# life_pattern_loader

[config.mk]
export PLATFORM = sky130hd
export DESIGN_NAME = life_pattern_loader
export DESIGN_NICKNAME = d
export VERILOG_FILES = /design/src/rtl/life_pkg.sv /design/src/rtl/life_pos_counter.sv /design/src/rtl/life_pattern_loader.sv
export SDC_FILE = /design/constraint.sdc
export NUM_CORES = 1
export LEC_CHECK = 0
export ABC_AREA = 1
export CAP_MARGIN = 0
export CORE_ASPECT_RATIO = 0.7
export CORE_UTILIZATION = 50
export DETAILED_ROUTE_END_ITERATION = 8
export GPL_TIMING_DRIVEN = 0
export PLACE_DENSITY = 0.8
export SLEW_MARGIN = 10
export SYNTH_ARGS = -nofsm -noshare
export SYNTH_HDL_FRONTEND = slang
export SYNTH_HIERARCHICAL = 1
export SYNTH_SLANG_ARGS = --single-unit
export TNS_END_PERCENT = 1
[constraint.sdc]
create_clock -name clock -period 16.3 [get_ports clock]
set_clock_uncertainty 0.05 [all_clocks]
set_input_delay 4.89 -clock clock [delete_from_list [all_inputs] [get_ports clock]]
set_output_delay 4.89 -clock clock [all_outputs]
set_load 0.05 [all_outputs]
[src/rtl/life_pkg.sv]
// Shared definitions for the life pattern loader: grid defaults, pattern
// character codes and the loader state encoding.
package life_pkg;

    localparam int WIDTH_DEF  = 17;
    localparam int HEIGHT_DEF = 17;
    localparam int CELL_NUM   = WIDTH_DEF * HEIGHT_DEF;

    localparam logic [7:0] CH_LIVE = 8'h23;
    localparam logic [7:0] CH_DEAD = 8'h2E;
    localparam logic [7:0] CH_NL   = 8'h0A;

    typedef enum logic [1:0] {
        ST_IDLE  = 2'd0,
        ST_RECV  = 2'd1,
        ST_LOAD  = 2'd2,
        ST_ERROR = 2'd3
    } state_t;

    // True for the three characters a pattern may contain.
    function automatic logic is_pattern_char(input logic [7:0] ch);
        return (ch == CH_LIVE) || (ch == CH_DEAD) || (ch == CH_NL);
    endfunction

endpackage

[src/rtl/life_pos_counter.sv]
// Saturating row/column tracker for the pattern parser. Columns stop at
// WIDTH and rows stop at HEIGHT so over-long lines or extra rows never wrap
// back into the visible grid.
module life_pos_counter #(
    parameter int WIDTH  = 17,
    parameter int HEIGHT = 17,
    localparam int CW = $clog2(WIDTH + 1),
    localparam int RW = $clog2(HEIGHT + 1),
    localparam int IW = $clog2(WIDTH * HEIGHT)
) (
    input  logic          clock,
    input  logic          reset,
    input  logic          clear,
    input  logic          adv_col,
    input  logic          newline,
    output logic [RW-1:0] row,
    output logic [CW-1:0] col,
    output logic          in_range,
    output logic [IW-1:0] index
);

    // Track the cursor; clear wins, then newline, then column advance.
    always_ff @(posedge clock or posedge reset) begin
        if (reset) begin
            row <= '0;
            col <= '0;
        end else if (clear) begin
            row <= '0;
            col <= '0;
        end else if (newline) begin
            if (row != RW'(HEIGHT)) begin
                row <= row + 1'b1;
            end
            col <= '0;
        end else if (adv_col) begin
            if (col != CW'(WIDTH)) begin
                col <= col + 1'b1;
            end
        end
    end

    // Linear cell index is only meaningful while the cursor is inside the grid.
    always_comb begin
        in_range = (row < RW'(HEIGHT)) && (col < CW'(WIDTH));
        index    = IW'(row) * IW'(WIDTH) + IW'(col);
    end

endmodule

[src/rtl/life_pattern_loader.sv]
// Streaming parser that turns a '#', '.', '\n' byte stream into the life
// grid's initial-state vector and then strobes the grid's load input once.
module life_pattern_loader
    import life_pkg::*;
#(
    parameter int WIDTH  = WIDTH_DEF,
    parameter int HEIGHT = HEIGHT_DEF
) (
    input  logic                      clock,
    input  logic                      reset,
    input  logic                      start,
    input  logic                      in_valid,
    input  logic [7:0]                in_data,
    input  logic                      in_last,
    output logic                      in_ready,
    output logic [WIDTH*HEIGHT-1:0]   init,
    output logic                      load,
    output logic                      busy,
    output logic                      done,
    output logic                      error,
    output logic [7:0]                err_row,
    output logic [7:0]                err_col
);

    localparam int CW = $clog2(WIDTH + 1);
    localparam int RW = $clog2(HEIGHT + 1);
    localparam int IW = $clog2(WIDTH * HEIGHT);

    state_t        state_q;
    state_t        state_d;
    logic          xfer;
    logic          ch_live;
    logic          ch_dead;
    logic          ch_nl;
    logic          ch_bad;
    logic          clear_pos;
    logic          adv_col;
    logic          newline;
    logic [RW-1:0] row;
    logic [CW-1:0] col;
    logic          in_range;
    logic [IW-1:0] cell_idx;

    life_pos_counter #(
        .WIDTH  (WIDTH),
        .HEIGHT (HEIGHT)
    ) u_pos (
        .clock    (clock),
        .reset    (reset),
        .clear    (clear_pos),
        .adv_col  (adv_col),
        .newline  (newline),
        .row      (row),
        .col      (col),
        .in_range (in_range),
        .index    (cell_idx)
    );

    // Decode the incoming byte and the handshake; outputs follow state only.
    always_comb begin
        in_ready = (state_q == ST_RECV);
        load     = (state_q == ST_LOAD);
        busy     = (state_q == ST_RECV) || (state_q == ST_LOAD);
        error    = (state_q == ST_ERROR);
        xfer     = in_valid && in_ready;
        ch_live  = (in_data == CH_LIVE);
        ch_dead  = (in_data == CH_DEAD);
        ch_nl    = (in_data == CH_NL);
        ch_bad   = !is_pattern_char(in_data);
        adv_col  = xfer && (ch_live || ch_dead);
        newline  = xfer && ch_nl;
    end

    // Next-state logic; a start is only honoured when not busy.
    always_comb begin
        state_d   = state_q;
        clear_pos = 1'b0;
        case (state_q)
            ST_IDLE, ST_ERROR: begin
                if (start) begin
                    clear_pos = 1'b1;
                    state_d   = ST_RECV;
                end
            end
            ST_RECV: begin
                if (xfer) begin
                    if (ch_bad) begin
                        state_d = ST_ERROR;
                    end else if (in_last) begin
                        state_d = ST_LOAD;
                    end
                end
            end
            ST_LOAD: begin
                state_d = ST_IDLE;
            end
            default: begin
                state_d = ST_IDLE;
            end
        endcase
    end

    // State register.
    always_ff @(posedge clock or posedge reset) begin
        if (reset) begin
            state_q <= ST_IDLE;
        end else begin
            state_q <= state_d;
        end
    end

    // Build the initial-state vector; it only changes in RECV or on a new start.
    always_ff @(posedge clock or posedge reset) begin
        if (reset) begin
            init <= '0;
        end else if (clear_pos) begin
            init <= '0;
        end else if (xfer && ch_live && in_range) begin
            init[cell_idx] <= 1'b1;
        end
    end

    // Remember where the first illegal byte was seen.
    always_ff @(posedge clock or posedge reset) begin
        if (reset) begin
            err_row <= '0;
            err_col <= '0;
        end else if (xfer && ch_bad) begin
            err_row <= 8'(row);
            err_col <= 8'(col);
        end
    end

    // Completion pulse follows the single load cycle.
    always_ff @(posedge clock or posedge reset) begin
        if (reset) begin
            done <= 1'b0;
        end else begin
            done <= (state_q == ST_LOAD);
        end
    end

endmodule

Figure 1. Met2 routing (life_pattern_loader).
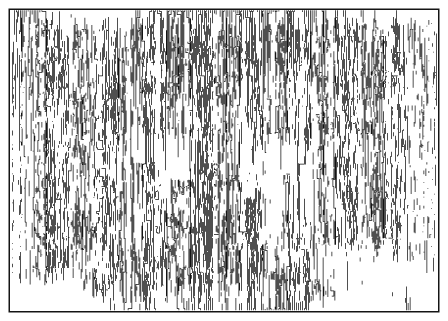
longest straight run: 63.1 um
nets with wire on the layer: 1659
main direction: vertical
wire length on this layer: 19600 um

Figure 2. Gate-type map (life_pattern_loader).
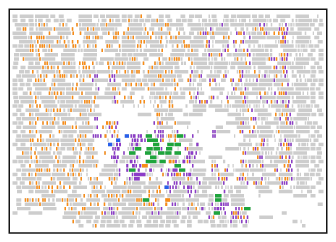
| family | colour | cells |
|---|---|---|
| fa/ha/maj cells | green | 26 |
| nand cells | purple | 269 |
| xor and xnor cells | blue | 4 |
| nor cells | orange | 491 |

==> results.txt <==
impl run done, here's what came out: P&R area growth vs syn=34.1%, layout net count=~2100, Levels on crit path=9, Seq cells=312, gr busiest metal=met2, sequential element share of the synthesized area=between 50 and 60%, pre-CTS WS=between 8000 and 9000 ps, RSZ-0062 raised after global routing=no, Avg WL per Cell=~18 um, DRT iter0 DRCs=1046, comb pwr=422 uW, TritonCTS clock tree=done, total global-route track usage=about a third, Core Area=roughly 0.027 sq mm, Max Root-Sink Buffers=3, status=finished, final reports clean

# easyaxi_rd_slice

==> src/rtl/easyaxi_rd_slice.sv <==
// AXI read-path register slice: 2-entry skid buffers on the R channel and, when
// EASYAXI_RD_SLICE_AR_EN is defined, on the AR channel (otherwise AR passes straight through).

`ifndef AXI_ID_W
`define AXI_ID_W 4
`endif
`ifndef AXI_ADDR_W
`define AXI_ADDR_W 32
`endif
`ifndef AXI_LEN_W
`define AXI_LEN_W 8
`endif
`ifndef AXI_SIZE_W
`define AXI_SIZE_W 3
`endif
`ifndef AXI_BURST_W
`define AXI_BURST_W 2
`endif
`ifndef AXI_DATA_W
`define AXI_DATA_W 32
`endif
`ifndef AXI_RESP_W
`define AXI_RESP_W 2
`endif

// Two-entry in-order skid buffer; both handshake outputs come straight from flops.
module easyaxi_rd_slice_skid #(
  parameter int W = 8
) (
  input  logic         clk,
  input  logic         rst_n,
  input  logic         in_valid,
  output logic         in_ready,
  input  logic [W-1:0] in_data,
  output logic         out_valid,
  input  logic         out_ready,
  output logic [W-1:0] out_data
);

  logic [1:0]   count_reg, count_next;
  logic [W-1:0] head_reg, head_next;
  logic [W-1:0] tail_reg, tail_next;
  logic         in_ready_reg;
  logic         out_valid_reg;
  logic         push;
  logic         pop;

  assign push = in_valid & in_ready_reg;
  assign pop  = out_valid_reg & out_ready;

  // head_reg is always the oldest entry, tail_reg the second one when full
  always_comb begin
    count_next = count_reg;
    head_next  = head_reg;
    tail_next  = tail_reg;
    case ({push, pop})
      2'b10: begin
        count_next = count_reg + 2'd1;
        if (count_reg == 2'd0) begin
          head_next = in_data;
        end else begin
          tail_next = in_data;
        end
      end
      2'b01: begin
        count_next = count_reg - 2'd1;
        head_next  = tail_reg;
      end
      2'b11: begin
        if (count_reg == 2'd1) begin
          head_next = in_data;
        end else begin
          head_next = tail_reg;
          tail_next = in_data;
        end
      end
      default: begin
      end
    endcase
  end

  always_ff @(posedge clk or negedge rst_n) begin
    if (!rst_n) begin
      count_reg     <= 2'd0;
      head_reg      <= '0;
      tail_reg      <= '0;
      in_ready_reg  <= 1'b1;
      out_valid_reg <= 1'b0;
    end else begin
      count_reg     <= count_next;
      head_reg      <= head_next;
      tail_reg      <= tail_next;
      in_ready_reg  <= (count_next != 2'd2);
      out_valid_reg <= (count_next != 2'd0);
    end
  end

  assign in_ready  = in_ready_reg;
  assign out_valid = out_valid_reg;
  assign out_data  = head_reg;

endmodule

module easyaxi_rd_slice (
  input  logic                    clk,
  input  logic                    rst_n,
  // upstream (master side)
  input  logic                    axi_slv_arvalid,
  output logic                    axi_slv_arready,
  input  logic [`AXI_ID_W-1:0]    axi_slv_arid,
  input  logic [`AXI_ADDR_W-1:0]  axi_slv_araddr,
  input  logic [`AXI_LEN_W-1:0]   axi_slv_arlen,
  input  logic [`AXI_SIZE_W-1:0]  axi_slv_arsize,
  input  logic [`AXI_BURST_W-1:0] axi_slv_arburst,
  output logic                    axi_slv_rvalid,
  input  logic                    axi_slv_rready,
  output logic [`AXI_DATA_W-1:0]  axi_slv_rdata,
  output logic [`AXI_RESP_W-1:0]  axi_slv_rresp,
  output logic                    axi_slv_rlast,
  // downstream (slave side)
  output logic                    axi_mst_arvalid,
  input  logic                    axi_mst_arready,
  output logic [`AXI_ID_W-1:0]    axi_mst_arid,
  output logic [`AXI_ADDR_W-1:0]  axi_mst_araddr,
  output logic [`AXI_LEN_W-1:0]   axi_mst_arlen,
  output logic [`AXI_SIZE_W-1:0]  axi_mst_arsize,
  output logic [`AXI_BURST_W-1:0] axi_mst_arburst,
  input  logic                    axi_mst_rvalid,
  output logic                    axi_mst_rready,
  input  logic [`AXI_DATA_W-1:0]  axi_mst_rdata,
  input  logic [`AXI_RESP_W-1:0]  axi_mst_rresp,
  input  logic                    axi_mst_rlast
);

  localparam int AR_W = `AXI_ID_W + `AXI_ADDR_W + `AXI_LEN_W + `AXI_SIZE_W + `AXI_BURST_W;
  localparam int R_W  = `AXI_DATA_W + `AXI_RESP_W + 1;

`ifdef EASYAXI_RD_SLICE_AR_EN
  logic [AR_W-1:0] ar_in_data;
  logic [AR_W-1:0] ar_out_data;

  assign ar_in_data = {axi_slv_arid, axi_slv_araddr, axi_slv_arlen, axi_slv_arsize, axi_slv_arburst};

  easyaxi_rd_slice_skid #(.W(AR_W)) u_ar_skid (
    .clk       (clk),
    .rst_n     (rst_n),
    .in_valid  (axi_slv_arvalid),
    .in_ready  (axi_slv_arready),
    .in_data   (ar_in_data),
    .out_valid (axi_mst_arvalid),
    .out_ready (axi_mst_arready),
    .out_data  (ar_out_data)
  );

  assign {axi_mst_arid, axi_mst_araddr, axi_mst_arlen, axi_mst_arsize, axi_mst_arburst} = ar_out_data;
`else
  // Zero-latency AR path: no flops, ready flows straight back upstream
  assign axi_mst_arvalid = axi_slv_arvalid;
  assign axi_slv_arready = axi_mst_arready;
  assign axi_mst_arid    = axi_slv_arid;
  assign axi_mst_araddr  = axi_slv_araddr;
  assign axi_mst_arlen   = axi_slv_arlen;
  assign axi_mst_arsize  = axi_slv_arsize;
  assign axi_mst_arburst = axi_slv_arburst;
`endif

  logic [R_W-1:0] r_in_data;
  logic [R_W-1:0] r_out_data;

  assign r_in_data = {axi_mst_rdata, axi_mst_rresp, axi_mst_rlast};

  easyaxi_rd_slice_skid #(.W(R_W)) u_r_skid (
    .clk       (clk),
    .rst_n     (rst_n),
    .in_valid  (axi_mst_rvalid),
    .in_ready  (axi_mst_rready),
    .in_data   (r_in_data),
    .out_valid (axi_slv_rvalid),
    .out_ready (axi_slv_rready),
    .out_data  (r_out_data)
  );

  assign {axi_slv_rdata, axi_slv_rresp, axi_slv_rlast} = r_out_data;

endmodule
==> config.mk <==
export PLATFORM = sky130hd
export DESIGN_NAME = easyaxi_rd_slice
export DESIGN_NICKNAME = d
export VERILOG_FILES = /design/src/rtl/easyaxi_rd_slice.sv
export SDC_FILE = /design/constraint.sdc
export NUM_CORES = 1
export LEC_CHECK = 0
export CORE_MARGIN = 4
export CORE_UTILIZATION = 37
export DETAILED_ROUTE_END_ITERATION = 8
export PLACE_DENSITY_LB_ADDON = 0.08
export SETUP_SLACK_MARGIN = 0.5
export SKIP_LAST_GASP = 1
export SYNTH_ARGS = -nofsm -noshare
export SYNTH_HDL_FRONTEND = slang
export SYNTH_SLANG_ARGS = --single-unit
==> constraint.sdc <==
create_clock -name clk -period 1.7 [get_ports clk]
set_input_delay 0.34 -clock clk [delete_from_list [all_inputs] [get_ports clk]]
set_output_delay 0.34 -clock clk [all_outputs]
set_load 0.01 [all_outputs]
Figure 3. Cells coloured by class (easyaxi_rd_slice).
Bar = 20 um. Fill, decap, tap and diode cells in grey.
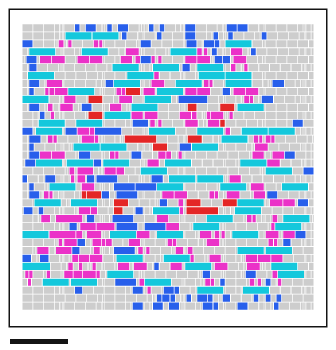
| class | colour | cells | share of their area |
|---|---|---|---|
| clock drivers and dummy loads | red | 16 | 5.0% |
| registers | cyan | 74 | 41% |
| remaining buffers and delay cells | blue | 109 | 23% |
| remaining logic cells | magenta | 170 | 31% |

==> results.txt <==
impl run done, here's what came out: met1 wire length=approximately 3300 um, crit-path cells=nand2_4 -> inv_4 -> ha_4 -> nand2_2 -> nand3_4 -> buf_12 -> mux2_2, failing checks=negative setup slack, Synth Area in Compound Gates=16.5%, CTS Buf Count=9, # setup viols final=9, fin crit share=101%, Pre-antenna DRT Iters=4, FF+latch area=around 0.0019 sq mm, Worst-Margin Slew=392 ps, max incr delay on CP=between 500 and 600 ps, flop share of the area=~40%, final core occ=roughly 48%, Commonest Layout Cell=dfrtp_1, synth top area cells=dfrtp_1 49%, buf_4 10%, a22oi_2 10%, worst setup margin=-14.8 ps, Mux cell area share=10.9%, DRC errors left=0, Setup TNS=-58.1 ps, status=complete, but fails checks, Top non-seq family=AND-OR/OR-AND gates, switching share of total power=between 30% and 40%
Figure 4. Sizing map (easyaxi_rd_slice).
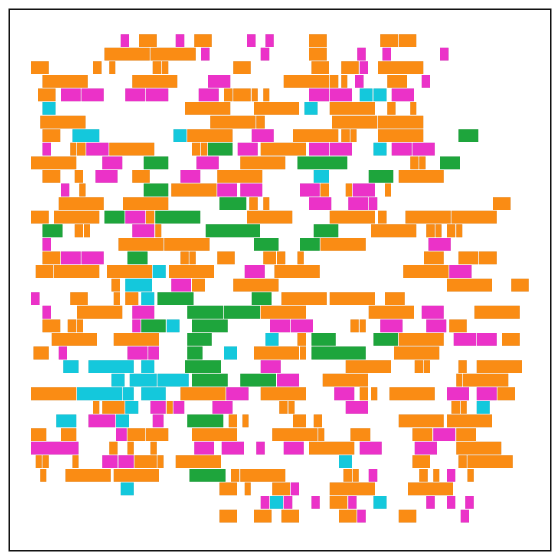
| size | colour | cells |
|---|---|---|
| x6 and larger | green | 32 |
| x1 and smaller | orange | 207 |
| x3 and x4 | cyan | 31 |
| x2 | magenta | 99 |


# afu_irq_arbiter

File: src/rtl/afu_irq_arbiter.sv
// Per-vector pending-bit collector and single-outstanding MSI-X request issuer.
// Round-robin across AFUs, lowest vector first within an AFU; optional masking via OFS_FIM_IRQ_MASK_EN.
module afu_irq_arbiter #(
  parameter int NUM_AFUS             = 1,
  parameter int NUM_AFU_INTERRUPTS   = 7,
  parameter int LNUM_AFUS            = (NUM_AFUS > 1) ? $clog2(NUM_AFUS) : 1,
  parameter int L_NUM_AFU_INTERRUPTS = $clog2(NUM_AFU_INTERRUPTS)
) (
  input  logic                                       clk,
  input  logic                                       rst_n,
  input  logic [NUM_AFUS*NUM_AFU_INTERRUPTS-1:0]     i_afu_irq_req,
`ifdef OFS_FIM_IRQ_MASK_EN
  input  logic [NUM_AFUS*NUM_AFU_INTERRUPTS-1:0]     i_vec_mask,
`endif
  output logic [NUM_AFUS*NUM_AFU_INTERRUPTS-1:0]     o_irq_pending,
  output logic                                       o_msix_valid,
  output logic [LNUM_AFUS-1:0]                       o_msix_afu,
  output logic [L_NUM_AFU_INTERRUPTS-1:0]            o_msix_vector,
  input  logic                                       i_msix_ready,
  output logic [15:0]                                o_merge_cnt
);

  localparam int NB    = NUM_AFUS * NUM_AFU_INTERRUPTS;
  localparam int L_VEC = L_NUM_AFU_INTERRUPTS;

  typedef enum logic {IDLE, REQ} state_t;

  state_t                    state_reg;
  logic [NB-1:0]             pending_reg;
  logic [15:0]               merge_cnt_reg;
  logic [15:0]               merge_next;
  logic [LNUM_AFUS-1:0]      rr_ptr_reg;
  logic                      valid_reg;
  logic [LNUM_AFUS-1:0]      afu_reg;
  logic [L_VEC-1:0]          vec_reg;

  logic [NB-1:0]             eligible;
  logic [NB-1:0]             grant_clr;
  logic [NB-1:0]             coalesce;
  logic [NUM_AFUS-1:0]       afu_any;
  logic [NUM_AFUS*L_VEC-1:0] afu_vec_flat;
  logic                      win_found;
  logic [LNUM_AFUS-1:0]      win_afu;
  logic [L_VEC-1:0]          win_vec;
  logic                      grant;

`ifdef OFS_FIM_IRQ_MASK_EN
  // Mask is registered so a cleared mask makes its vector eligible one cycle later.
  logic [NB-1:0] mask_reg;

  always_ff @(posedge clk or negedge rst_n) begin
    if (!rst_n) mask_reg <= '0;
    else        mask_reg <= i_vec_mask;
  end

  assign eligible = pending_reg & ~mask_reg;
`else
  assign eligible = pending_reg;
`endif

  genvar gi;
  generate
    for (gi = 0; gi < NUM_AFUS; gi++) begin : g_afu
      logic [L_VEC-1:0] low_vec;

      always_comb begin
        low_vec = '0;
        for (int v = NUM_AFU_INTERRUPTS - 1; v >= 0; v--) begin
          if (eligible[gi*NUM_AFU_INTERRUPTS + v]) low_vec = L_VEC'(v);
        end
      end

      assign afu_any[gi]                        = |eligible[gi*NUM_AFU_INTERRUPTS +: NUM_AFU_INTERRUPTS];
      assign afu_vec_flat[gi*L_VEC +: L_VEC]    = low_vec;
    end
  endgenerate

  // Scan starts one past the last granted AFU.
  always_comb begin
    int a;
    a         = 0;
    win_found = 1'b0;
    win_afu   = '0;
    win_vec   = '0;
    for (int k = 1; k <= NUM_AFUS; k++) begin
      a = (int'(rr_ptr_reg) + k) % NUM_AFUS;
      if (!win_found && afu_any[a]) begin
        win_found = 1'b1;
        win_afu   = LNUM_AFUS'(a);
        win_vec   = afu_vec_flat[a*L_VEC +: L_VEC];
      end
    end
  end

  assign grant = (state_reg == IDLE) && win_found;

  always_comb begin
    grant_clr = '0;
    if (grant) begin
      for (int i = 0; i < NB; i++) begin
        if (i == int'(win_afu) * NUM_AFU_INTERRUPTS + int'(win_vec)) grant_clr[i] = 1'b1;
      end
    end
  end

  // A pulse landing on the bit being cleared re-arms it and is not a merge.
  always_comb begin
    int merge_sum;
    coalesce  = i_afu_irq_req & pending_reg & ~grant_clr;
    merge_sum = int'(merge_cnt_reg);
    for (int i = 0; i < NB; i++) begin
      if (coalesce[i]) merge_sum = merge_sum + 1;
    end
    merge_next = (merge_sum > 65535) ? 16'hFFFF : merge_sum[15:0];
  end

  always_ff @(posedge clk or negedge rst_n) begin
    if (!rst_n) begin
      pending_reg   <= '0;
      merge_cnt_reg <= '0;
    end else begin
      pending_reg   <= (pending_reg & ~grant_clr) | i_afu_irq_req;
      merge_cnt_reg <= merge_next;
    end
  end

  always_ff @(posedge clk or negedge rst_n) begin
    if (!rst_n) begin
      state_reg  <= IDLE;
      valid_reg  <= 1'b0;
      afu_reg    <= '0;
      vec_reg    <= '0;
      rr_ptr_reg <= LNUM_AFUS'(NUM_AFUS - 1);
    end else begin
      case (state_reg)
        IDLE: begin
          if (win_found) begin
            afu_reg   <= win_afu;
            vec_reg   <= win_vec;
            valid_reg <= 1'b1;
            state_reg <= REQ;
          end
        end
        REQ: begin
          if (i_msix_ready) begin
            valid_reg  <= 1'b0;
            rr_ptr_reg <= afu_reg;
            state_reg  <= IDLE;
          end
        end
        default: begin
          valid_reg <= 1'b0;
          state_reg <= IDLE;
        end
      endcase
    end
  end

  assign o_irq_pending = pending_reg;
  assign o_msix_valid  = valid_reg;
  assign o_msix_afu    = afu_reg;
  assign o_msix_vector = vec_reg;
  assign o_merge_cnt   = merge_cnt_reg;

endmodule

File: config.mk
export PLATFORM = sky130hd
export DESIGN_NAME = afu_irq_arbiter
export DESIGN_NICKNAME = d
export VERILOG_FILES = /design/src/rtl/afu_irq_arbiter.sv
export SDC_FILE = /design/constraint.sdc
export NUM_CORES = 1
export LEC_CHECK = 0
export CORE_AREA = 2 2 127 129
export CTS_CLUSTER_DIAMETER = 30
export CTS_CLUSTER_SIZE = 40
export DETAILED_ROUTE_END_ITERATION = 10
export DIE_AREA = 0 0 129 131
export GPL_ROUTABILITY_DRIVEN = 0
export PLACE_DENSITY = 0.54
export SYNTH_ARGS = -nofsm -noshare
export SYNTH_HDL_FRONTEND = slang
export SYNTH_SLANG_ARGS = --single-unit
export TNS_END_PERCENT = 1
File: constraint.sdc
create_clock -name clk -period 13 [get_ports clk]
set_clock_uncertainty 0.2 [all_clocks]
set_input_delay 1.95 -clock clk [delete_from_list [all_inputs] [get_ports clk]]
set_output_delay 1.95 -clock clk [all_outputs]
set_load 0.02 [all_outputs]
Figure 5. Met2 routing (afu_irq_arbiter).
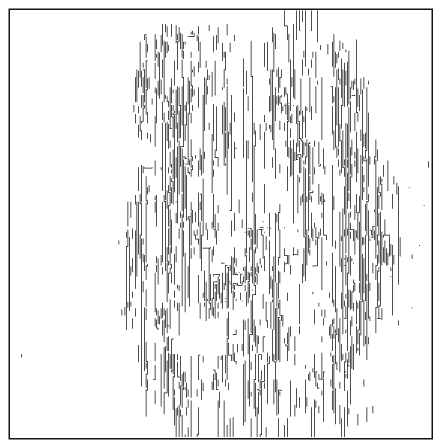
wire length on this layer: 6120 um
main direction: vertical
nets with wire on the layer: 550
share of all routed wire: 47%

Figure 6. Gate-type map (afu_irq_arbiter).
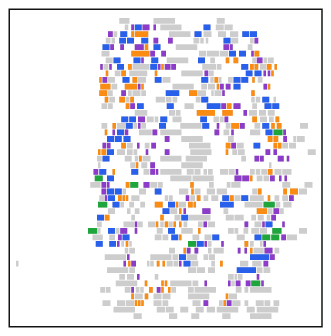
| family | colour | cells |
|---|---|---|
| nor cells | orange | 104 |
| xor and xnor cells | blue | 82 |
| mux cells | green | 11 |
| nand cells | purple | 118 |

==> results.txt <==
impl run done, here's what came out: status=finished, final reports clean, final core occ=34.1%, Mux cell area share=approximately 2.5%, WP data required=between 10000 and 15000 ps, buffer and inverter count on the worst path=1, Distinct lib cells used=97, critical path's most frequent cell=ha_1, CP arrival=8700 ps, switching share of total power=a little over half, Avg WL per Cell=around 16 um, yosys stat area=0.00473 sq mm, yosys xor share=about 16%, Clk pwr share=7.9%, crit-path cells=clkdlybuf4s50_1 -> nand3_2 -> xnor2_1 -> ha_1 -> nor2_1 -> a21oi_1 -> ha_1 -> and2_1 -> a21o_1 -> ha_1 -> nand2_1 -> nor2_1 -> xnor2_1 -> nor3_1 -> a311oi_1 -> a21oi_1 -> o22a_1 -> or4b_1 -> nor3_1 -> a211oi_4 -> o31ai_4 -> nor4_4 -> nor3_4 -> o21ai_1, dominant logic cell types in the final layout=52 x xnor2_1, 48 x nor2_1, 46 x nand2_1, EDFF count, synth=0, crit end category=register, number of cell rows=46, flop share of the area=between 10% and 20%, total global-route track usage=between 10% and 20%, Synth Area in Compound Gates=a little under a quarter, remaining antenna violation count=0, setup repair bufs after CTS=0, total gr overflow=0, Inverters=13, Tool Warnings=26, Max-slew headroom=between 30% and 40%, # setup viols final=0

# change_monitor

[src/rtl/change_monitor.sv]
// change_monitor: hardware twin of a $changed check on signal `a`.
// Samples `a` on enabled posedges and emits registered changed/rose/fell
// pulses. It also tracks how long `a` has stayed unchanged, flags a stall
// after MAX_STABLE unchanged samples, and counts changes with saturation.
//
// Ports:
//   clk        system clock, all sampling on posedge
//   rst_n      asynchronous active-low reset
//   en         sample enable (sample ignored when low)
//   clr        synchronous clear of counters and sticky stall flag
//   a          monitored signal [WIDTH-1:0]
//   changed    pulse: last enabled sample differs from the previous one
//   rose       pulse: any bit went 0->1 between those samples
//   fell       pulse: any bit went 1->0 between those samples
//   stalled    high while in the stall state
//   stall_seen sticky: stall entered since reset or clr
//   change_cnt saturating count of changes [CNT_W-1:0]
//   stable_cnt saturating count of consecutive unchanged samples [CNT_W-1:0]
module change_monitor #(
    parameter int unsigned WIDTH      = 1,
    parameter int unsigned MAX_STABLE = 3,
    parameter int unsigned CNT_W      = 8
) (
    input  logic             clk,
    input  logic             rst_n,
    input  logic             en,
    input  logic             clr,
    input  logic [WIDTH-1:0] a,
    output logic             changed,
    output logic             rose,
    output logic             fell,
    output logic             stalled,
    output logic             stall_seen,
    output logic [CNT_W-1:0] change_cnt,
    output logic [CNT_W-1:0] stable_cnt
);

    localparam logic [CNT_W-1:0] CNT_MAX  = '1;
    localparam logic [CNT_W-1:0] STALL_AT = CNT_W'(MAX_STABLE);

    typedef enum logic [1:0] {
        IDLE  = 2'd0,
        TRACK = 2'd1,
        STALL = 2'd2
    } state_t;

    state_t           state, state_nxt;
    logic [WIDTH-1:0] a_prev, a_prev_nxt;
    logic             changed_nxt, rose_nxt, fell_nxt, stalled_nxt, seen_nxt;
    logic [CNT_W-1:0] change_cnt_nxt, stable_cnt_nxt;
    logic             chg;

    // Difference against the previously accepted sample (reset value 0).
    assign chg = (a != a_prev);

    // State and output registers.
    always_ff @(posedge clk or negedge rst_n) begin
        if (!rst_n) begin
            state      <= IDLE;
            a_prev     <= '0;
            changed    <= 1'b0;
            rose       <= 1'b0;
            fell       <= 1'b0;
            stalled    <= 1'b0;
            stall_seen <= 1'b0;
            change_cnt <= '0;
            stable_cnt <= '0;
        end else begin
            state      <= state_nxt;
            a_prev     <= a_prev_nxt;
            changed    <= changed_nxt;
            rose       <= rose_nxt;
            fell       <= fell_nxt;
            stalled    <= stalled_nxt;
            stall_seen <= seen_nxt;
            change_cnt <= change_cnt_nxt;
            stable_cnt <= stable_cnt_nxt;
        end
    end

    // Next-state, counter and pulse logic.
    always_comb begin
        state_nxt      = state;
        a_prev_nxt     = a_prev;
        changed_nxt    = 1'b0;
        rose_nxt       = 1'b0;
        fell_nxt       = 1'b0;
        seen_nxt       = stall_seen;
        change_cnt_nxt = change_cnt;
        stable_cnt_nxt = stable_cnt;

        if (en) begin
            a_prev_nxt  = a;
            changed_nxt = chg;
            rose_nxt    = |(a & ~a_prev);
            fell_nxt    = |(~a & a_prev);
            if (chg) begin
                if (change_cnt != CNT_MAX) begin
                    change_cnt_nxt = change_cnt + CNT_W'(1);
                end
                stable_cnt_nxt = '0;
            end else if (stable_cnt != CNT_MAX) begin
                stable_cnt_nxt = stable_cnt + CNT_W'(1);
            end
        end

        case (state)
            IDLE: begin
                if (en) begin
                    state_nxt = TRACK;
                end
            end
            TRACK: begin
                // A clear in the same cycle wins over entering the stall.
                if (en && !clr && (stable_cnt_nxt == STALL_AT)) begin
                    state_nxt = STALL;
                    seen_nxt  = 1'b1;
                end
            end
            STALL: begin
                if (en && chg) begin
                    state_nxt = TRACK;
                end
            end
            default: state_nxt = IDLE;
        endcase

        // Clear overrides counter updates; pulses and a_prev are unaffected.
        if (clr) begin
            change_cnt_nxt = '0;
            stable_cnt_nxt = '0;
            seen_nxt       = 1'b0;
            if (state_nxt == STALL) begin
                state_nxt = TRACK;
            end
        end

        stalled_nxt = (state_nxt == STALL);
    end

endmodule

[config.mk]
export PLATFORM = sky130hd
export DESIGN_NAME = change_monitor
export DESIGN_NICKNAME = d
export VERILOG_FILES = /design/src/rtl/change_monitor.sv
export SDC_FILE = /design/constraint.sdc
export NUM_CORES = 1
export LEC_CHECK = 0
export CORE_MARGIN = 8
export CORE_UTILIZATION = 36
export DETAILED_ROUTE_END_ITERATION = 6
export GPL_ROUTABILITY_DRIVEN = 0
export SYNTH_ARGS = -nofsm -noshare
export SYNTH_HDL_FRONTEND = slang
export SYNTH_SLANG_ARGS = --single-unit
export TNS_END_PERCENT = 50
[constraint.sdc]
create_clock -name clk -period 3.5 [get_ports clk]
set_clock_uncertainty 0.15 [all_clocks]
set_input_delay 0.35 -clock clk [delete_from_list [all_inputs] [get_ports clk]]
set_output_delay 0.35 -clock clk [all_outputs]
set_load 0.05 [all_outputs]
Figure 7. Met2 routing (change_monitor).
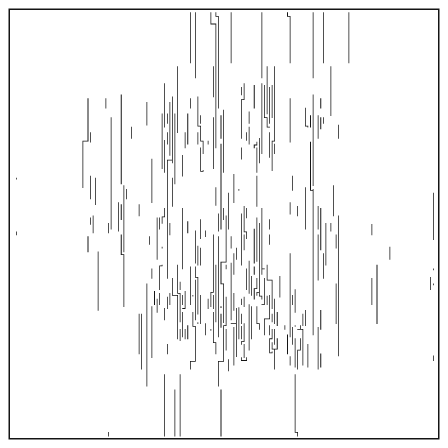
nets with wire on the layer: 137
longest straight run: 26.2 um

==> results.txt <==
impl run done, here's what came out: status=finished, final reports clean, IO buf count=25, setup repair bufs after CTS=0, WL final=~3000 um, critical path's slowest cell=clkdlybuf4s50_1, dominant cell type by area after synthesis=dfrtp_1, number of global-route vias before repair=1093, hold path depth=2, # setup viols final=0, comb pwr=between 80 and 90 uW, cell count after synthesis=146, Final min period=approximately 2500 ps, Psw=around 140 uW, Post-CTS Resized=0, Power Internal=about 390 uW, top-count cell post-synth=dfrtp_1, Hold-fix buffers, CTS=0, Core Area=approximately 0.0036 sq mm, CTS Buf Count=3, crit-path cells=clkdlybuf4s50_1 -> inv_1 -> ha_1 -> nor2b_1 -> a2111oi_2 -> a211oi_2 -> nand4_1 -> o31ai_1, die height=77.0 um, yosys stat area=0.00134 sq mm
Figure 8. Cells coloured by class (change_monitor).
Bar = 20 um. Fill, decap, tap and diode cells in grey.
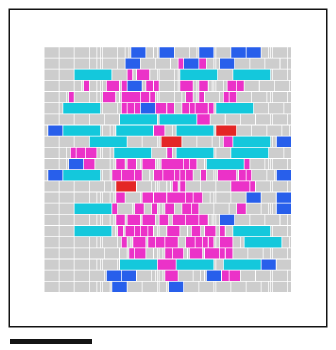
| class | colour | cells | share of their area |
|---|---|---|---|
| remaining logic cells | magenta | 113 | 44% |
| remaining buffers and delay cells | blue | 25 | 16% |
| registers | cyan | 24 | 38% |
| clock-net drivers | red | 3 | 2.6% |


# osd_candidate_buffer

**src/rtl/osd_candidate_buffer.sv**
```systemverilog
// Collects OSD test-error-pattern candidates from N_SRC ordered sources into one tagged buffer,
// then drains them as a valid/ready stream. First out_valid 1 cycle after the last in_done.
module osd_candidate_buffer #(
   parameter int K     = 8,
   parameter int N_SRC = 2,
   parameter int DEPTH = K + K*(K-1)/2,
   parameter int CW    = $clog2(DEPTH+1),
   parameter int TW    = $clog2(N_SRC+1)
) (
   input  logic               clk,
   input  logic               rst_n,
   input  logic               start,
   input  logic [N_SRC*K-1:0] in_data,
   input  logic [N_SRC-1:0]   in_valid,
   output logic [N_SRC-1:0]   in_ready,
   input  logic [N_SRC-1:0]   in_done,
   output logic [K-1:0]       out_data,
   output logic [TW-1:0]      out_order,
   output logic               out_valid,
   input  logic               out_ready,
   output logic               out_last,
   output logic [CW-1:0]      count,
   output logic               overflow,
   output logic               busy,
   output logic               done
);
   localparam int AW = (DEPTH > 1) ? $clog2(DEPTH) : 1;
   localparam int SW = (N_SRC > 1) ? $clog2(N_SRC) : 1;

   typedef enum logic [1:0] {IDLE, ACC, DRAIN, FIN} state_t;
   state_t state, state_nxt;

   logic [K-1:0]  mem [DEPTH];
   logic [TW-1:0] tag [DEPTH];
   logic [CW-1:0] wr_ptr, rd_ptr, wr_ptr_inc;
   logic [SW-1:0] ch;
   logic          restart, accept, wr_en, src_done, last_src, xfer;

   assign restart    = start && (state == IDLE || state == FIN);
   assign accept     = (state == ACC) && in_valid[ch];
   assign wr_en      = accept && (wr_ptr < CW'(DEPTH));
   assign src_done   = (state == ACC) && in_done[ch];
   assign last_src   = (ch == SW'(N_SRC-1));
   assign wr_ptr_inc = wr_ptr + CW'(1);
   assign xfer       = out_valid && out_ready;

   always_ff @(posedge clk or negedge rst_n) begin
      if (!rst_n) state <= IDLE;
      else        state <= state_nxt;
   end

   always_comb begin
      state_nxt = state;
      case (state)
         IDLE:  if (restart) state_nxt = ACC;
         ACC:   if (src_done && last_src) state_nxt = DRAIN;
         DRAIN: if (count == '0 || (xfer && out_last)) state_nxt = FIN;
         FIN:   if (restart) state_nxt = ACC;
         default: state_nxt = IDLE;
      endcase
   end

   always_comb begin
      busy      = (state == ACC) || (state == DRAIN);
      done      = (state == FIN);
      in_ready  = '0;
      if (state == ACC) in_ready = N_SRC'(1) << ch;
      out_valid = (state == DRAIN) && (rd_ptr < count);
      out_last  = out_valid && (rd_ptr == count - CW'(1));
      out_data  = '0;
      out_order = '0;
      if (out_valid) begin
         out_data  = mem[rd_ptr[AW-1:0]];
         out_order = tag[rd_ptr[AW-1:0]];
      end
   end

   always_ff @(posedge clk or negedge rst_n) begin
      if (!rst_n) begin
         wr_ptr   <= '0;
         rd_ptr   <= '0;
         ch       <= '0;
         count    <= '0;
         overflow <= 1'b0;
      end else if (restart) begin
         wr_ptr   <= '0;
         rd_ptr   <= '0;
         ch       <= '0;
         count    <= '0;
         overflow <= 1'b0;
      end else begin
         if (wr_en) wr_ptr <= wr_ptr_inc;
         // Full buffer: keep draining the source but flag the loss.
         if (accept && !wr_en) overflow <= 1'b1;
         if (src_done) begin
            if (last_src) count <= wr_en ? wr_ptr_inc : wr_ptr;
            else          ch    <= ch + SW'(1);
         end
         if (xfer) rd_ptr <= rd_ptr + CW'(1);
      end
   end

   always_ff @(posedge clk) begin
      if (wr_en) begin
         mem[wr_ptr[AW-1:0]] <= in_data[int'(ch)*K +: K];
         tag[wr_ptr[AW-1:0]] <= TW'(ch) + TW'(1);
      end
   end
endmodule

```
**config.mk**
```make
export PLATFORM = sky130hd
export DESIGN_NAME = osd_candidate_buffer
export DESIGN_NICKNAME = d
export VERILOG_FILES = /design/src/rtl/osd_candidate_buffer.sv
export SDC_FILE = /design/constraint.sdc
export NUM_CORES = 1
export LEC_CHECK = 0
export CAP_MARGIN = 20
export CORE_UTILIZATION = 50
export CTS_CLUSTER_DIAMETER = 50
export DETAILED_ROUTE_END_ITERATION = 7
export GPL_TIMING_DRIVEN = 0
export PLACE_DENSITY = 0.79
export SLEW_MARGIN = 20
export SYNTH_ARGS = -nofsm -noshare
export SYNTH_HDL_FRONTEND = slang
export SYNTH_SLANG_ARGS = --single-unit
```
**constraint.sdc**
```tcl
create_clock -name clk -period 2.44 [get_ports clk]
set_input_delay 0.488 -clock clk [delete_from_list [all_inputs] [get_ports clk]]
set_output_delay 0.488 -clock clk [all_outputs]
set_load 0.005 [all_outputs]
```
Figure 9. Clock wiring as the flow saved it (osd_candidate_buffer).
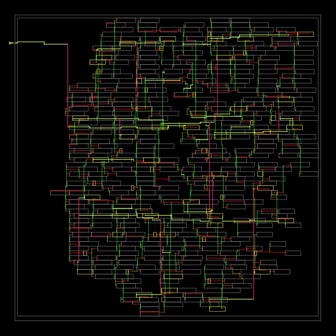
CTS Sinks: 382
clock skew: 17.2 ps
Seq cells: 382
clk ins delay skew pair: 540 ps
# clk buffers: 42

==> results.txt <==
impl run done, here's what came out: status=complete, but fails checks, failing checks=negative setup slack, fin crit share=144%, Adder Area Share=1.12%, Commonest Layout Cell=edfxtp_1, final core occ=64.2%, DRT iter0 DRCs=around 1300, share of cells above drive strength 1=36.6%, Post-Syn Area per Cell=between 15 and 20 sq um, Pleak=between 0.006 and 0.007 uW, met1 GRT Util=about a third, clock-pin slew on the worst setup and hold paths=~70 ps, RSZ-0062 raised after global routing=yes, worst setup margin=-1060 ps, P&R area growth vs syn=26.0%, # setup viols final=15, Final min period=3500 ps, maximum vdd ir drop=between 400 and 500 uV, final-report hold violation count=0, die height=179 um, FF+latch area=between 0.01 and 0.015 sq mm, dominant logic cell types in the final layout=360 x edfxtp_1, 66 x mux2i_1, 50 x mux4_2, Pre-antenna DRT Iters=7, TritonCTS clock tree=done, FF-to-FF setup slack=-370 ps, metal2 WL=21600 um, synth top area cells=edfxtp_1 69%, mux4_2 7.1%, mux2i_1 4.4%
Figure 10. Sizing map (osd_candidate_buffer).
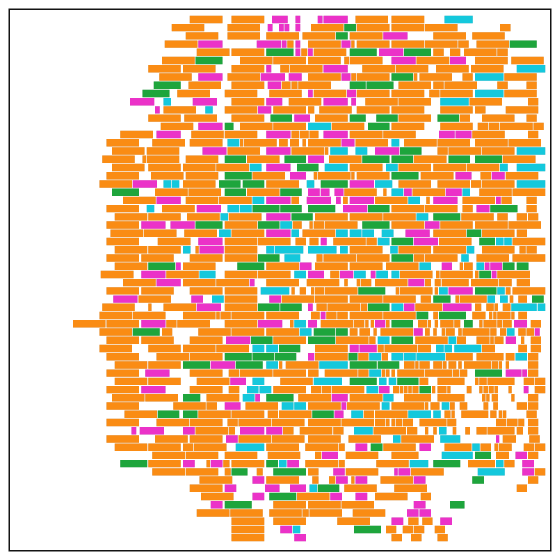
| size | colour | cells |
|---|---|---|
| x6 and larger | green | 102 |
| x1 and smaller | orange | 656 |
| x3 and x4 | cyan | 114 |
| x2 | magenta | 162 |


# string_led_decoder

Figure 11. Clock wiring as the flow saved it (string_led_decoder).
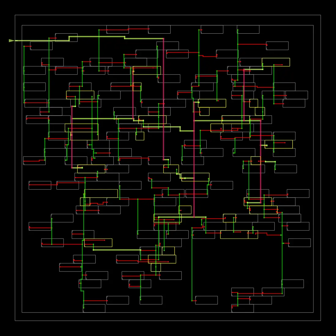
$ cat src/rtl/string_led_decoder.sv
// string_led_decoder: decodes WS2812-style pulses on din into 24-bit GRB words with LED index and latch (frame end) detection.
// Latency: din fall to word_valid 3 clk; din low start to frame_end RESET_CYCLES+2 clk. Backpressure: one-word slot, a word arriving while it is full is dropped (err_overflow).
// Optional: define STRING_LED_DECODER_GLITCH_FILTER_EN to ignore high pulses shorter than MIN_HIGH instead of flagging them.
module string_led_decoder #(
    parameter int BIT_THRESHOLD = 24,
    parameter int MIN_HIGH      = 4,
    parameter int MAX_HIGH      = 48,
    parameter int RESET_CYCLES  = 2000,
    parameter int CNT_W         = 16,
    parameter int INDEX_W       = 10
) (
    input  logic               clk,
    input  logic               rst_n,
    input  logic               enable,
    input  logic               din,
    output logic [23:0]        word_data,
    output logic [INDEX_W-1:0] word_index,
    output logic               word_valid,
    input  logic               word_ready,
    output logic               frame_end,
    output logic [INDEX_W-1:0] frame_leds,
    output logic               err_timing,
    output logic               err_partial,
    output logic               err_overflow,
    input  logic               err_clear
);
    localparam logic [CNT_W-1:0]   HIGH_SAT = CNT_W'(MAX_HIGH + 1);
    localparam logic [CNT_W-1:0]   LOW_SAT  = CNT_W'(RESET_CYCLES);
    localparam logic [CNT_W-1:0]   MIN_H    = CNT_W'(MIN_HIGH);
    localparam logic [CNT_W-1:0]   MAX_H    = CNT_W'(MAX_HIGH);
    localparam logic [CNT_W-1:0]   THR      = CNT_W'(BIT_THRESHOLD);
    localparam logic [INDEX_W-1:0] LED_MAX  = '1;

    logic               din_meta_q, din_s_q, din_s_dly_q;
    logic [CNT_W-1:0]   high_cnt_q, high_cnt_d, low_cnt_q, low_cnt_d;
    logic [23:0]        shreg_q, shreg_d, word_data_q, word_data_d;
    logic [4:0]         bit_cnt_q, bit_cnt_d;
    logic [INDEX_W-1:0] led_cnt_q, led_cnt_d, word_index_q, word_index_d;
    logic [INDEX_W-1:0] frame_leds_q, frame_leds_d;
    logic               seen_q, seen_d, word_valid_q, word_valid_d, frame_end_q, frame_end_d;
    logic               err_timing_q, err_timing_d, err_partial_q, err_partial_d;
    logic               err_overflow_q, err_overflow_d;
    logic               fall, pulse_short, pulse_long, pulse_ok, pulse_bad, pulse_drop;
    logic               set_timing, set_partial, set_overflow;

    assign fall        = din_s_dly_q & ~din_s_q;
    assign pulse_short = high_cnt_q < MIN_H;
    assign pulse_long  = high_cnt_q > MAX_H;
    assign pulse_ok    = fall & ~pulse_short & ~pulse_long;
`ifdef STRING_LED_DECODER_GLITCH_FILTER_EN
    assign pulse_drop  = fall & pulse_short;
    assign pulse_bad   = fall & pulse_long;
`else
    assign pulse_drop  = 1'b0;
    assign pulse_bad   = fall & (pulse_short | pulse_long);
`endif

    always_comb begin
        high_cnt_d   = high_cnt_q;
        low_cnt_d    = low_cnt_q;
        shreg_d      = shreg_q;
        bit_cnt_d    = bit_cnt_q;
        led_cnt_d    = led_cnt_q;
        seen_d       = seen_q;
        word_data_d  = word_data_q;
        word_index_d = word_index_q;
        word_valid_d = word_valid_q;
        frame_leds_d = frame_leds_q;
        frame_end_d  = 1'b0;
        set_timing   = 1'b0;
        set_partial  = 1'b0;
        set_overflow = 1'b0;

        if (word_valid_q && word_ready) begin
            word_valid_d = 1'b0;
        end

        if (!enable) begin
            high_cnt_d = '0;
            low_cnt_d  = '0;
            shreg_d    = '0;
            bit_cnt_d  = '0;
            led_cnt_d  = '0;
            seen_d     = 1'b0;
        end else begin
            if (din_s_q) begin
                high_cnt_d = (high_cnt_q == HIGH_SAT) ? HIGH_SAT : high_cnt_q + 1'b1;
`ifdef STRING_LED_DECODER_GLITCH_FILTER_EN
                // Hold the low count so a filtered glitch does not delay latch detection
                low_cnt_d  = low_cnt_q;
`else
                low_cnt_d  = '0;
`endif
            end else begin
                high_cnt_d = '0;
                if (fall && !pulse_drop) begin
                    low_cnt_d = CNT_W'(1);
                end else begin
                    low_cnt_d = (low_cnt_q == LOW_SAT) ? LOW_SAT : low_cnt_q + 1'b1;
                end
            end

            if (pulse_bad) begin
                set_timing = 1'b1;
                shreg_d    = '0;
                bit_cnt_d  = '0;
            end else if (pulse_ok) begin
                seen_d  = 1'b1;
                shreg_d = {shreg_q[22:0], high_cnt_q >= THR};
                if (bit_cnt_q == 5'd23) begin
                    bit_cnt_d = '0;
                    if (!word_valid_q || word_ready) begin
                        word_data_d  = {shreg_q[22:0], high_cnt_q >= THR};
                        word_index_d = led_cnt_q;
                        word_valid_d = 1'b1;
                    end else begin
                        set_overflow = 1'b1;
                    end
                    if (led_cnt_q != LED_MAX) begin
                        led_cnt_d = led_cnt_q + 1'b1;
                    end
                end else begin
                    bit_cnt_d = bit_cnt_q + 5'd1;
                end
            end

            if (seen_q && low_cnt_q != LOW_SAT && low_cnt_d == LOW_SAT) begin
                frame_end_d  = 1'b1;
                frame_leds_d = led_cnt_q;
                led_cnt_d    = '0;
                seen_d       = 1'b0;
                if (bit_cnt_q != 5'd0) begin
                    set_partial = 1'b1;
                    bit_cnt_d   = '0;
                    shreg_d     = '0;
                end
            end
        end

        err_timing_d   = err_clear ? 1'b0 : (err_timing_q | set_timing);
        err_partial_d  = err_clear ? 1'b0 : (err_partial_q | set_partial);
        err_overflow_d = err_clear ? 1'b0 : (err_overflow_q | set_overflow);
    end

    always_ff @(posedge clk) begin
        if (!rst_n) begin
            din_meta_q     <= 1'b0;
            din_s_q        <= 1'b0;
            din_s_dly_q    <= 1'b0;
            high_cnt_q     <= '0;
            low_cnt_q      <= '0;
            shreg_q        <= '0;
            bit_cnt_q      <= '0;
            led_cnt_q      <= '0;
            seen_q         <= 1'b0;
            word_data_q    <= '0;
            word_index_q   <= '0;
            word_valid_q   <= 1'b0;
            frame_leds_q   <= '0;
            frame_end_q    <= 1'b0;
            err_timing_q   <= 1'b0;
            err_partial_q  <= 1'b0;
            err_overflow_q <= 1'b0;
        end else begin
            din_meta_q     <= din;
            din_s_q        <= din_meta_q;
            din_s_dly_q    <= din_s_q;
            high_cnt_q     <= high_cnt_d;
            low_cnt_q      <= low_cnt_d;
            shreg_q        <= shreg_d;
            bit_cnt_q      <= bit_cnt_d;
            led_cnt_q      <= led_cnt_d;
            seen_q         <= seen_d;
            word_data_q    <= word_data_d;
            word_index_q   <= word_index_d;
            word_valid_q   <= word_valid_d;
            frame_leds_q   <= frame_leds_d;
            frame_end_q    <= frame_end_d;
            err_timing_q   <= err_timing_d;
            err_partial_q  <= err_partial_d;
            err_overflow_q <= err_overflow_d;
        end
    end

    assign word_data    = word_data_q;
    assign word_index   = word_index_q;
    assign word_valid   = word_valid_q;
    assign frame_end    = frame_end_q;
    assign frame_leds   = frame_leds_q;
    assign err_timing   = err_timing_q;
    assign err_partial  = err_partial_q;
    assign err_overflow = err_overflow_q;
endmodule

$ cat config.mk
export PLATFORM = sky130hd
export DESIGN_NAME = string_led_decoder
export DESIGN_NICKNAME = d
export VERILOG_FILES = /design/src/rtl/string_led_decoder.sv
export SDC_FILE = /design/constraint.sdc
export NUM_CORES = 1
export LEC_CHECK = 0
export CAP_MARGIN = 15
export CORE_MARGIN = 2
export CORE_UTILIZATION = 56
export CTS_CLUSTER_SIZE = 16
export DETAILED_ROUTE_END_ITERATION = 10
export PLACE_DENSITY = 0.79
export SETUP_SLACK_MARGIN = 0.5
export SLEW_MARGIN = 20
export SYNTH_ARGS = -nofsm -noshare
export SYNTH_HDL_FRONTEND = slang
export SYNTH_SLANG_ARGS = --single-unit
$ cat constraint.sdc
create_clock -name clk -period 3.9 [get_ports clk]
set_input_delay 1.17 -clock clk [delete_from_list [all_inputs] [get_ports clk]]
set_output_delay 1.17 -clock clk [all_outputs]
set_load 0.03 [all_outputs]
==> results.txt <==
impl run done, here's what came out: Reg2Reg Capture Point=shreg_q[20]$_SDFF_PN0_, Pre-antenna DRT Iters=5, cell count after synthesis=between 600 and 700, crit path launch type=register, crit-path cells=nand4_4 -> or3_4 -> o31a_1 -> or4_1 -> nor4_4 -> buf_4 -> nor3_1, yosys stat area=approximately 0.0053 sq mm, switching share of total power=a little under a quarter, async set or reset register ratio after synthesis=0%, RSZ-0062 raised after global routing=no, yosys xor share=approximately 5.9%, Psw=676 uW, ClkCell Share=9.15%, Final Max Slew Viols=0, FF+latch area=between 0.002 and 0.0025 sq mm, HP Class=register to register, final core occ=~70%, logic share of the area=40.6%, status=finished, final reports clean, routing usage on met3=between 5 and 6%, Via density=a little under 6, pre-CTS WS=approximately 820 ps
## Picture notes: Figure 11
# clk buffers: 17
CTS Sinks: 123
Seq cells: 123



## Gallery

Cells coloured by class.
picture 1
Bar = 50 um. Fill, decap, tap and diode cells in grey.
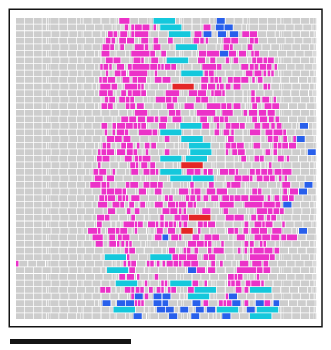
picture 2
Bar = 50 um. Fill, decap, tap and diode cells in grey.
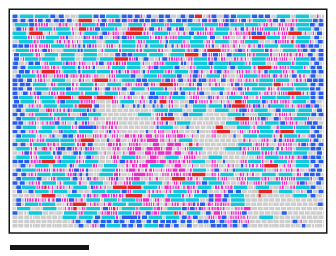
picture 3
Bar = 50 um. Fill, decap, tap and diode cells in grey.
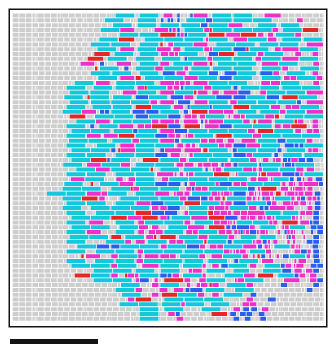
picture 4
Bar = 20 um. Fill, decap, tap and diode cells in grey.
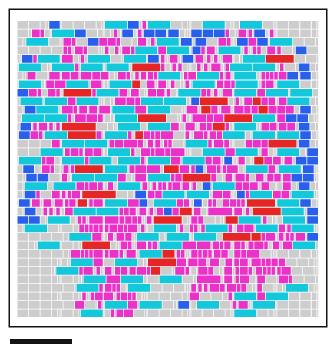
| picture | from |
|---|---|
| picture 3 | osd_candidate_buffer |
| picture 4 | string_led_decoder |
| picture 2 | life_pattern_loader |
| picture 1 | afu_irq_arbiter |
Of these, lowest utilization: picture 1

Power and IR drop assume default switching activity.
